=== multi_button_input ===
File: src/rtl/multi_button_input.sv
// multi_button_input: per-channel 2-flop sync, counter debounce, short/long/auto-repeat press
// classification and a lowest-index event encoder. Pulses follow the level edge that causes them
// in the same cycle; the encoded event lands one cycle later. No backpressure: events not taken are lost.
// Auto-repeat is compiled in only when MULTI_BUTTON_INPUT_AUTO_REPEAT_EN is defined.
module multi_button_input #(
  parameter int N_CH          = 5,
  parameter int DEB_CYCLES    = 16,
  parameter int LONG_CYCLES   = 32,
  parameter int REPEAT_CYCLES = 8,
  localparam int MAXC = (DEB_CYCLES > LONG_CYCLES)
                        ? ((DEB_CYCLES > REPEAT_CYCLES) ? DEB_CYCLES : REPEAT_CYCLES)
                        : ((LONG_CYCLES > REPEAT_CYCLES) ? LONG_CYCLES : REPEAT_CYCLES),
  localparam int CW   = $clog2(MAXC + 1),
  localparam int IW   = (N_CH > 1) ? $clog2(N_CH) : 1
) (
  input  logic            clk_100,
  input  logic            rst_n,
  input  logic [N_CH-1:0] btn_in,
  output logic [N_CH-1:0] level,
  output logic [N_CH-1:0] short_p,
  output logic [N_CH-1:0] long_p,
  output logic [N_CH-1:0] rpt_p,
  output logic            evt_valid,
  output logic [IW-1:0]   evt_ch,
  output logic [1:0]      evt_type
);

  typedef enum logic [1:0] {ST_IDLE, ST_HELD, ST_LONG} state_t;

  logic [N_CH-1:0] sync1_q, sync2_q;
  logic [N_CH-1:0] level_q, level_d;
  logic [CW-1:0]   deb_cnt_q [N_CH];
  logic [CW-1:0]   deb_cnt_d [N_CH];
  state_t          state_q   [N_CH];
  state_t          state_d   [N_CH];
  logic [CW-1:0]   hold_cnt_q [N_CH];
  logic [CW-1:0]   hold_cnt_d [N_CH];
  logic [N_CH-1:0] short_q, short_d, long_q, long_d, rpt_q, rpt_d;
  logic            evt_valid_q, evt_valid_d;
  logic [IW-1:0]   evt_ch_q, evt_ch_d;
  logic [1:0]      evt_type_q, evt_type_d;

  // Two-flop synchroniser for the raw asynchronous button levels.
  always_ff @(posedge clk_100 or negedge rst_n) begin
    if (!rst_n) begin
      sync1_q <= '0;
      sync2_q <= '0;
    end else begin
      sync1_q <= btn_in;
      sync2_q <= sync1_q;
    end
  end

  // Debounce: level follows the synchronised bit only after DEB_CYCLES consecutive mismatches.
  always_comb begin
    level_d = level_q;
    for (int i = 0; i < N_CH; i++) begin
      deb_cnt_d[i] = '0;
      if (sync2_q[i] != level_q[i]) begin
        if (deb_cnt_q[i] == CW'(DEB_CYCLES - 1)) begin
          level_d[i] = sync2_q[i];
        end else begin
          deb_cnt_d[i] = deb_cnt_q[i] + CW'(1);
        end
      end
    end
  end

  // Press classifier: reacts to the debounced edge in the cycle it is taken, so pulses line up with level.
  always_comb begin
    short_d = '0;
    long_d  = '0;
    rpt_d   = '0;
    for (int i = 0; i < N_CH; i++) begin
      state_d[i]    = state_q[i];
      hold_cnt_d[i] = hold_cnt_q[i];
      unique case (state_q[i])
        ST_IDLE: begin
          if (level_d[i] && !level_q[i]) begin
            state_d[i]    = ST_HELD;
            hold_cnt_d[i] = '0;
          end
        end
        ST_HELD: begin
          // Release is checked first so a release on the threshold cycle still counts as short.
          if (!level_d[i]) begin
            short_d[i]    = 1'b1;
            state_d[i]    = ST_IDLE;
            hold_cnt_d[i] = '0;
          end else if (hold_cnt_q[i] == CW'(LONG_CYCLES - 1)) begin
            long_d[i]     = 1'b1;
            state_d[i]    = ST_LONG;
            hold_cnt_d[i] = '0;
          end else begin
            hold_cnt_d[i] = hold_cnt_q[i] + CW'(1);
          end
        end
        ST_LONG: begin
          if (!level_d[i]) begin
            state_d[i]    = ST_IDLE;
            hold_cnt_d[i] = '0;
          end
`ifdef MULTI_BUTTON_INPUT_AUTO_REPEAT_EN
          else if (hold_cnt_q[i] == CW'(REPEAT_CYCLES - 1)) begin
            rpt_d[i]      = 1'b1;
            hold_cnt_d[i] = '0;
          end else begin
            hold_cnt_d[i] = hold_cnt_q[i] + CW'(1);
          end
`endif
        end
        default: begin
          state_d[i]    = ST_IDLE;
          hold_cnt_d[i] = '0;
        end
      endcase
    end
  end

  // Event encoder: lowest-index channel with a pulse wins; higher channels stay on the vectors only.
  always_comb begin
    evt_valid_d = 1'b0;
    evt_ch_d    = '0;
    evt_type_d  = 2'b00;
    for (int i = N_CH - 1; i >= 0; i--) begin
      if (short_q[i] || long_q[i] || rpt_q[i]) begin
        evt_valid_d = 1'b1;
        evt_ch_d    = IW'(i);
        if (short_q[i])     evt_type_d = 2'b01;
        else if (long_q[i]) evt_type_d = 2'b10;
        else                evt_type_d = 2'b11;
      end
    end
  end

  // State and output registers; reset clears everything so a press in progress is discarded.
  always_ff @(posedge clk_100 or negedge rst_n) begin
    if (!rst_n) begin
      level_q     <= '0;
      short_q     <= '0;
      long_q      <= '0;
      rpt_q       <= '0;
      evt_valid_q <= 1'b0;
      evt_ch_q    <= '0;
      evt_type_q  <= 2'b00;
      for (int i = 0; i < N_CH; i++) begin
        deb_cnt_q[i]  <= '0;
        hold_cnt_q[i] <= '0;
        state_q[i]    <= ST_IDLE;
      end
    end else begin
      level_q     <= level_d;
      short_q     <= short_d;
      long_q      <= long_d;
      rpt_q       <= rpt_d;
      evt_valid_q <= evt_valid_d;
      evt_ch_q    <= evt_ch_d;
      evt_type_q  <= evt_type_d;
      for (int i = 0; i < N_CH; i++) begin
        deb_cnt_q[i]  <= deb_cnt_d[i];
        hold_cnt_q[i] <= hold_cnt_d[i];
        state_q[i]    <= state_d[i];
      end
    end
  end

  assign level     = level_q;
  assign short_p   = short_q;
  assign long_p    = long_q;
  assign rpt_p     = rpt_q;
  assign evt_valid = evt_valid_q;
  assign evt_ch    = evt_ch_q;
  assign evt_type  = evt_type_q;

endmodule

File: config.mk
export PLATFORM = sky130hd
export DESIGN_NAME = multi_button_input
export DESIGN_NICKNAME = d
export VERILOG_FILES = /design/src/rtl/multi_button_input.sv
export SDC_FILE = /design/constraint.sdc
export NUM_CORES = 1
export LEC_CHECK = 0
export CORE_ASPECT_RATIO = 0.6
export CORE_MARGIN = 2
export CORE_UTILIZATION = 56
export DETAILED_ROUTE_END_ITERATION = 7
export PLACE_DENSITY = 0.77
export SYNTH_ARGS = -nofsm -noshare
export SYNTH_HDL_FRONTEND = slang
export SYNTH_SLANG_ARGS = --single-unit
File: constraint.sdc
create_clock -name clk_100 -period 2.5 [get_ports clk_100]
set_clock_uncertainty 0.2 [all_clocks]
set_input_delay 0.375 -clock clk_100 [delete_from_list [all_inputs] [get_ports clk_100]]
set_output_delay 0.375 -clock clk_100 [all_outputs]
set_load 0.01 [all_outputs]
multi_button_input, register map, names as in the netlist:
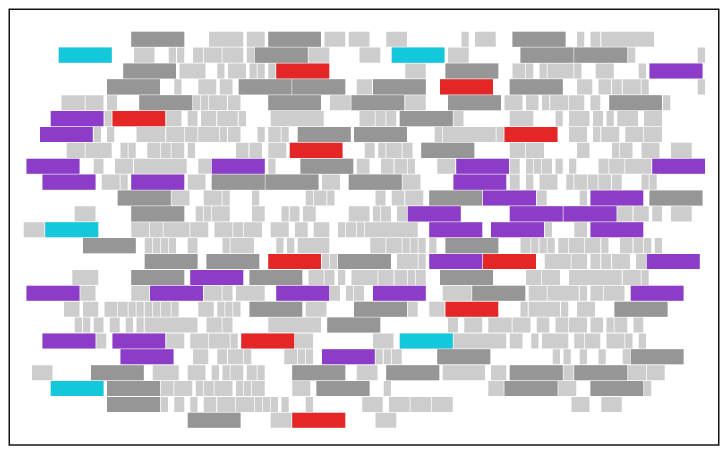
| netlist name | colour | placed flops |
|---|---|---|
| hold_cnt_q | purple | 30 |
| state_q | red | 10 |
| sync1_q | cyan | 5 |
not coloured: 56

multi_button_input, signal wires by layer:
Two of the layers only.
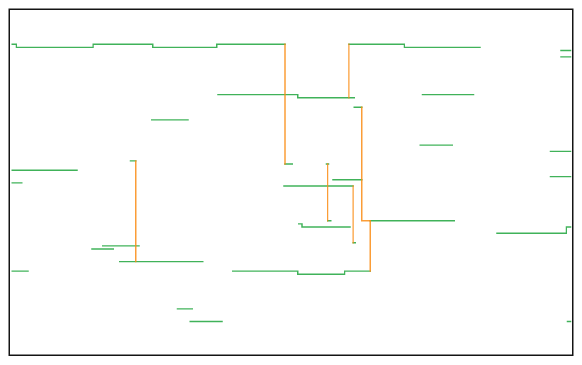
| layer | colour | wire length |
|---|---|---|
| met3 | green | 325 um |
| met4 | orange | 121 um |
post-DR wirelength/cell: 14.6 um
total length of routed wires: 8700 um
number of vias after detailed routing: 3186
overall routing resource usage: 0.209

multi_button_input, port wiring:
Scale bar: 20 um.
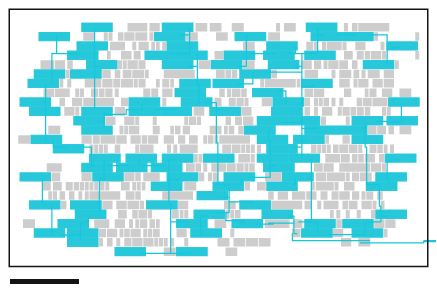
| port | colour | bits | direction | edge | end cells | buffers | wire |
|---|---|---|---|---|---|---|---|
| rst_n | cyan | 1 | input | right | 101 | 4 | 672 um |

## state kept, by name, summed over array words and instances, names as in the netlist
register / flops
evt_ch: 3
hold_cnt_q: 30
short_p: 5
level: 5
evt_valid: 1
state_q: 10
sync1_q: 5
long_p: 5
deb_cnt_q: 30
evt_type: 2
sync2_q: 5
## repair_timing
item	CTS	global route
endpoints found under the setup margin	0	0
hold buffers	1	0
gates resized	0	0
hold endpoints to repair	101	0
## placed cells by master (no fill, tap or decap), types with 10 or more instances in the layout
master / count
nand3_1: 21
nand2_1: 38
dfrtp_1: 101
clkdlybuf4s50_1: 26
xor2_1: 13
nor2_1: 62
nor3_1: 10
xnor2_1: 26
ha_1: 10
o21ai_0: 19
inv_1: 23
## cell families after synthesis
group	count (synthesis)	share of synthesized area
and+or+nand+nor	185	0.197
DFF	101	0.547
AOI/OAI and AO/OA	72	0.115
xor gates and xnor gates	39	0.0739
buffers and inverters	32	0.0303
adders and majority gates	10	0.0271
muxes	4	0.00947
other	1	0.000811
## final cells by class
class                   count  area (um2)
inverters                  24        90.1
flip-flops and latches    101        2530
well taps                 108         135
multi-input cells         315        1970
clock inverters             2        16.3
fillers                   605        2630
clock buffers              14         274
repair buffers             30         305
==> results.json <==
{
  "delay_contributed_by_the_slowest_stage_of_the_critical_path_ns": 0.47,
  "grt_setup_unrepaired": "false",
  "gp_congestion": 0.811,
  "timing.slew.headroom": 0.586,
  "power.ir.vdd_worst_v": 0.000339,
  "nNetsFinal": 498,
  "yosysWarningCount": 0,
  "cellPowerDensity_mw_per_mm2": 586,
  "power.net_switching_uw": 655,
  "grt_first_pass_wirelength_um": 14300,
  "status": "completed",
  "p_leak_uw": 0.00240,
  "totalNegativeSetupSlack_ns": 0,
  "seq_cell_power_uw": 1690,
  "critPathSlowestCell": "a311oi_2",
  "cts.repair_timing.setup_buffer_count": 0,
  "rows": 25,
  "grt_max_degree": 62,
  "worst_slack_at_placement_ns": 0.427,
  "timing.critical_path.depth": 6,
  "critical_path.reg2reg.startpoint": "deb_cnt_q[18]$_DFF_PN0_",
  "cp.buffers_inverters": 0,
  "worst-r2r-cell-count": 6,
  "worstHoldStart": "sync1_q[4]$_DFF_PN0_",
  "cts_made_buffers": 9,
  "endpoint_kind": "register",
  "core_util_floorplan": 0.582
}

=== spi_shift_reg ===
File: config.mk
export PLATFORM = sky130hd
export DESIGN_NAME = spi_shift_reg
export DESIGN_NICKNAME = d
export VERILOG_FILES = /design/src/rtl/spi_shift_reg.sv
export SDC_FILE = /design/constraint.sdc
export NUM_CORES = 1
export LEC_CHECK = 0
export CORE_MARGIN = 1.5
export CORE_UTILIZATION = 50
export DETAILED_ROUTE_END_ITERATION = 10
export GPL_TIMING_DRIVEN = 1
export PLACE_DENSITY = 0.75
export SETUP_SLACK_MARGIN = 0.02
export SLEW_MARGIN = 0
export SYNTH_ARGS = -nofsm -noshare
export SYNTH_HDL_FRONTEND = slang
export SYNTH_SLANG_ARGS = --single-unit
File: constraint.sdc
create_clock -name pclk -period 2.2 [get_ports pclk]
set_input_delay 0.44 -clock pclk [delete_from_list [all_inputs] [get_ports pclk]]
set_output_delay 0.44 -clock pclk [all_outputs]
set_load 0.02 [all_outputs]
File: src/rtl/spi_shift_reg.sv
// SPI byte shift register: serialises a loaded byte and assembles a received byte.
// Optional SPI_SHIFT_LOOPBACK_EN adds loopback_i to sample mosi_o instead of miso_i.
module spi_shift_reg (
    input  logic       pclk,
    input  logic       preset_n,
    input  logic       ss_i,
    input  logic       cpol_i,
    input  logic       cpha_i,
    input  logic       lsbfe_i,
    input  logic       send_data_i,
    input  logic       receive_data_i,
    input  logic [7:0] data_mosi_i,
    input  logic       miso_i,
    input  logic       mosi_s_sclk_i,
    input  logic       mosi_s_sclk0_i,
    input  logic       miso_r_sclk_i,
    input  logic       miso_r_sclk0_i,
`ifdef SPI_SHIFT_LOOPBACK_EN
    input  logic       loopback_i,
`endif
    output logic       mosi_o,
    output logic [7:0] data_miso_o,
    output logic       busy_o,
    output logic       byte_done_o
);

    typedef enum logic [1:0] {
        IDLE   = 2'd0,
        LOADED = 2'd1,
        SHIFT  = 2'd2
    } state_t;

    state_t     state;
    logic [7:0] tx_reg;
    logic [7:0] rx_tmp;
    logic [2:0] tx_cnt;
    logic [2:0] rx_cnt;
    logic       lsb_q;
    logic       rx_full;

    logic       tx_flag;
    logic       rx_flag;
    logic       rx_bit;
    logic [2:0] tx_nxt;
    logic [2:0] tx_pos;
    logic [2:0] rx_pos;

    // Matching polarity/phase uses the sclk0 edge flags.
    assign tx_flag = (cpol_i == cpha_i) ? mosi_s_sclk0_i : mosi_s_sclk_i;
    assign rx_flag = (cpol_i == cpha_i) ? miso_r_sclk0_i : miso_r_sclk_i;

`ifdef SPI_SHIFT_LOOPBACK_EN
    assign rx_bit = loopback_i ? mosi_o : miso_i;
`else
    assign rx_bit = miso_i;
`endif

    assign tx_nxt = tx_cnt + 3'd1;
    assign tx_pos = lsb_q ? tx_nxt : ~tx_nxt;
    assign rx_pos = lsb_q ? rx_cnt : ~rx_cnt;

    always_ff @(posedge pclk or negedge preset_n) begin
        if (!preset_n) begin
            state       <= IDLE;
            tx_reg      <= 8'h00;
            rx_tmp      <= 8'h00;
            tx_cnt      <= 3'd0;
            rx_cnt      <= 3'd0;
            lsb_q       <= 1'b0;
            rx_full     <= 1'b0;
            mosi_o      <= 1'b0;
            data_miso_o <= 8'h00;
            busy_o      <= 1'b0;
            byte_done_o <= 1'b0;
        end else begin
            byte_done_o <= 1'b0;
            if (receive_data_i && rx_full) begin
                data_miso_o <= rx_tmp;
                rx_full     <= 1'b0;
            end
            unique case (state)
                IDLE: begin
                    if (send_data_i && ss_i && !busy_o) begin
                        tx_reg <= data_mosi_i;
                        lsb_q  <= lsbfe_i;
                        busy_o <= 1'b1;
                        tx_cnt <= 3'd0;
                        rx_cnt <= 3'd0;
                        state  <= LOADED;
                    end
                end
                LOADED: begin
                    if (!ss_i) begin
                        state   <= SHIFT;
                        mosi_o  <= lsb_q ? tx_reg[0] : tx_reg[7];
                        rx_full <= 1'b0;
                    end
                end
                SHIFT: begin
                    if (ss_i) begin
                        // Abort: mosi_o keeps its last level.
                        state  <= IDLE;
                        busy_o <= 1'b0;
                        tx_cnt <= 3'd0;
                        rx_cnt <= 3'd0;
                    end else begin
                        if (tx_flag && tx_cnt != 3'd7) begin
                            tx_cnt <= tx_nxt;
                            mosi_o <= tx_reg[tx_pos];
                        end
                        if (rx_flag) begin
                            rx_tmp[rx_pos] <= rx_bit;
                            rx_cnt         <= rx_cnt + 3'd1;
                            if (rx_cnt == 3'd7) begin
                                state       <= IDLE;
                                busy_o      <= 1'b0;
                                byte_done_o <= 1'b1;
                                rx_full     <= 1'b1;
                                tx_cnt      <= 3'd0;
                            end
                        end
                    end
                end
                default: state <= IDLE;
            endcase
        end
    end

endmodule

spi_shift_reg, cell placement:
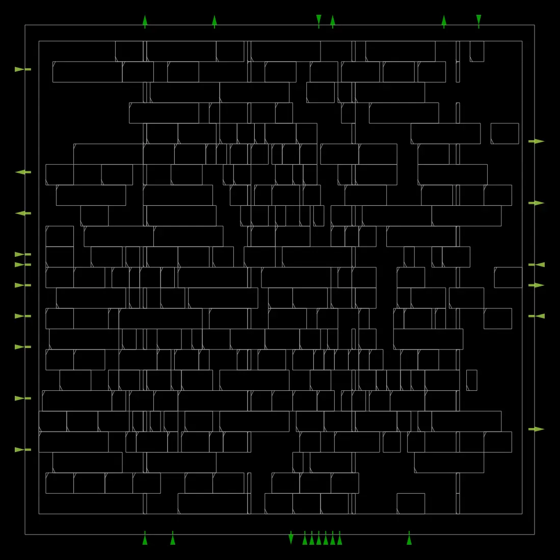
fraction of area in registers: 0.359
Final Non-Filler Cells: 282
fraction of the core area covered by cells at the end of the flow: 0.645
number of sequential cells in the layout: 37

==> results.json <==
{
  "status": "completed",
  "core_util_floorplan": 0.519,
  "cts.repair_timing.setup_buffer_count": 0,
  "synthesis.area_per_instance_um2": 10.8,
  "antenna_violations_before_repair": 0,
  "number_of_nets_still_failing_antenna_checks_after_routing": 0,
  "drt_wl_total_um": 3750,
  "power.net_switching_uw": 927,
  "final_common_cell": "dfrtp_1",
  "worst-r2r-setup-slack_ns": 0.26,
  "timing.slew.headroom": 0.470,
  "portBuffers": 31,
  "setup.worst_path.end": "mosi_o$_DFFE_PN0P_",
  "critPathSlowestCell": "clkdlybuf4s50_1",
  "final_layout_size_suffix_gt1_frac": 0.233,
  "timing.critical_path.depth": 7,
  "yosys.area.top_type": "dfrtp_1",
  "clock_power_share": 0.228,
  "grt_setup_unrepaired": "false",
  "synth.mux.area_fraction": 0.183,
  "totalNegativeSetupSlack_ns": 0,
  "cellPowerDensity_mw_per_mm2": 1040,
  "fp.dieH_um": 67.4,
  "xor_share": 0.0121,
  "critPathLaunchType": "input port",
  "fin_skew_ns": 0.00759,
  "rows": 23
}
area by class of cell:
| type | count | area (um2) | area share |
|---|---|---|---|
| multi-input cells | 142 | 1090 | 0.422 |
| flip-flops and latches | 37 | 926 | 0.359 |
| repair buffers | 38 | 358 | 0.139 |
| clock buffers | 6 | 82.6 | 0.0320 |
| well taps | 50 | 62.6 | 0.0242 |
| clock inverters | 2 | 37.5 | 0.0145 |
| inverters | 7 | 26.3 | 0.0102 |
layer usage:
layer	track usage	part of all wire	up-vias	routed length (um)
met5	0	0	-	0
li1	-	-	775	-
met1	0.255	0.49	723	1840
met2	0.291	0.46	26	1710
met3	0.0533	0.035	7	130
met4	0.0842	0.017	0	65
metrics by stage:
stage	cells	setup slack, ns	total power (uW)	hold slack, ns
4_1_cts	282	0.237	2720	0.264
5_1_grt	282	0.133	2900	0.293
2_1_floorplan	192	0.442	1810	0.144
6_report	282	0.235	2690	0.232
3_5_place_dp	274	-0.0692	2090	0.493
3_3_place_gp	274	-0.00842	2070	0.487


## Gallery

Signal wires on met2.
Scale bar: 20 um.
shot_01.png
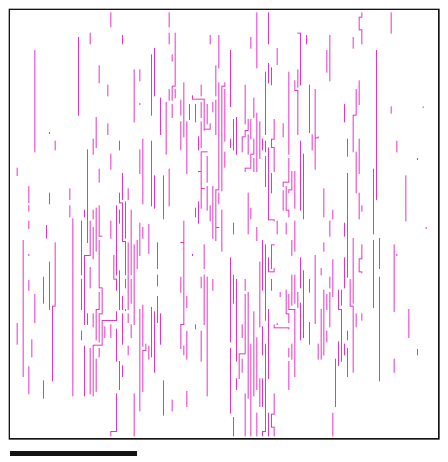
shot_02.png
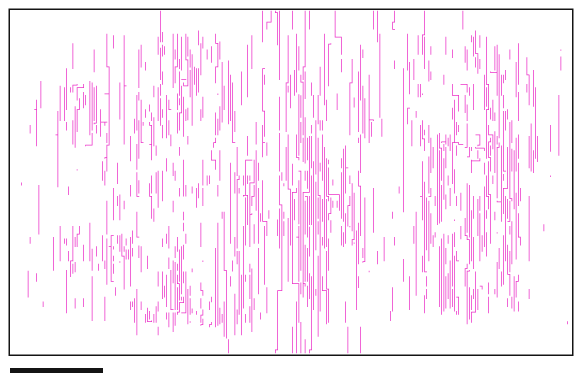
shot_02.png comes from multi_button_input.
shot_01.png comes from spi_shift_reg.

No activity file was given, so power comes from the tool's default toggle rates.
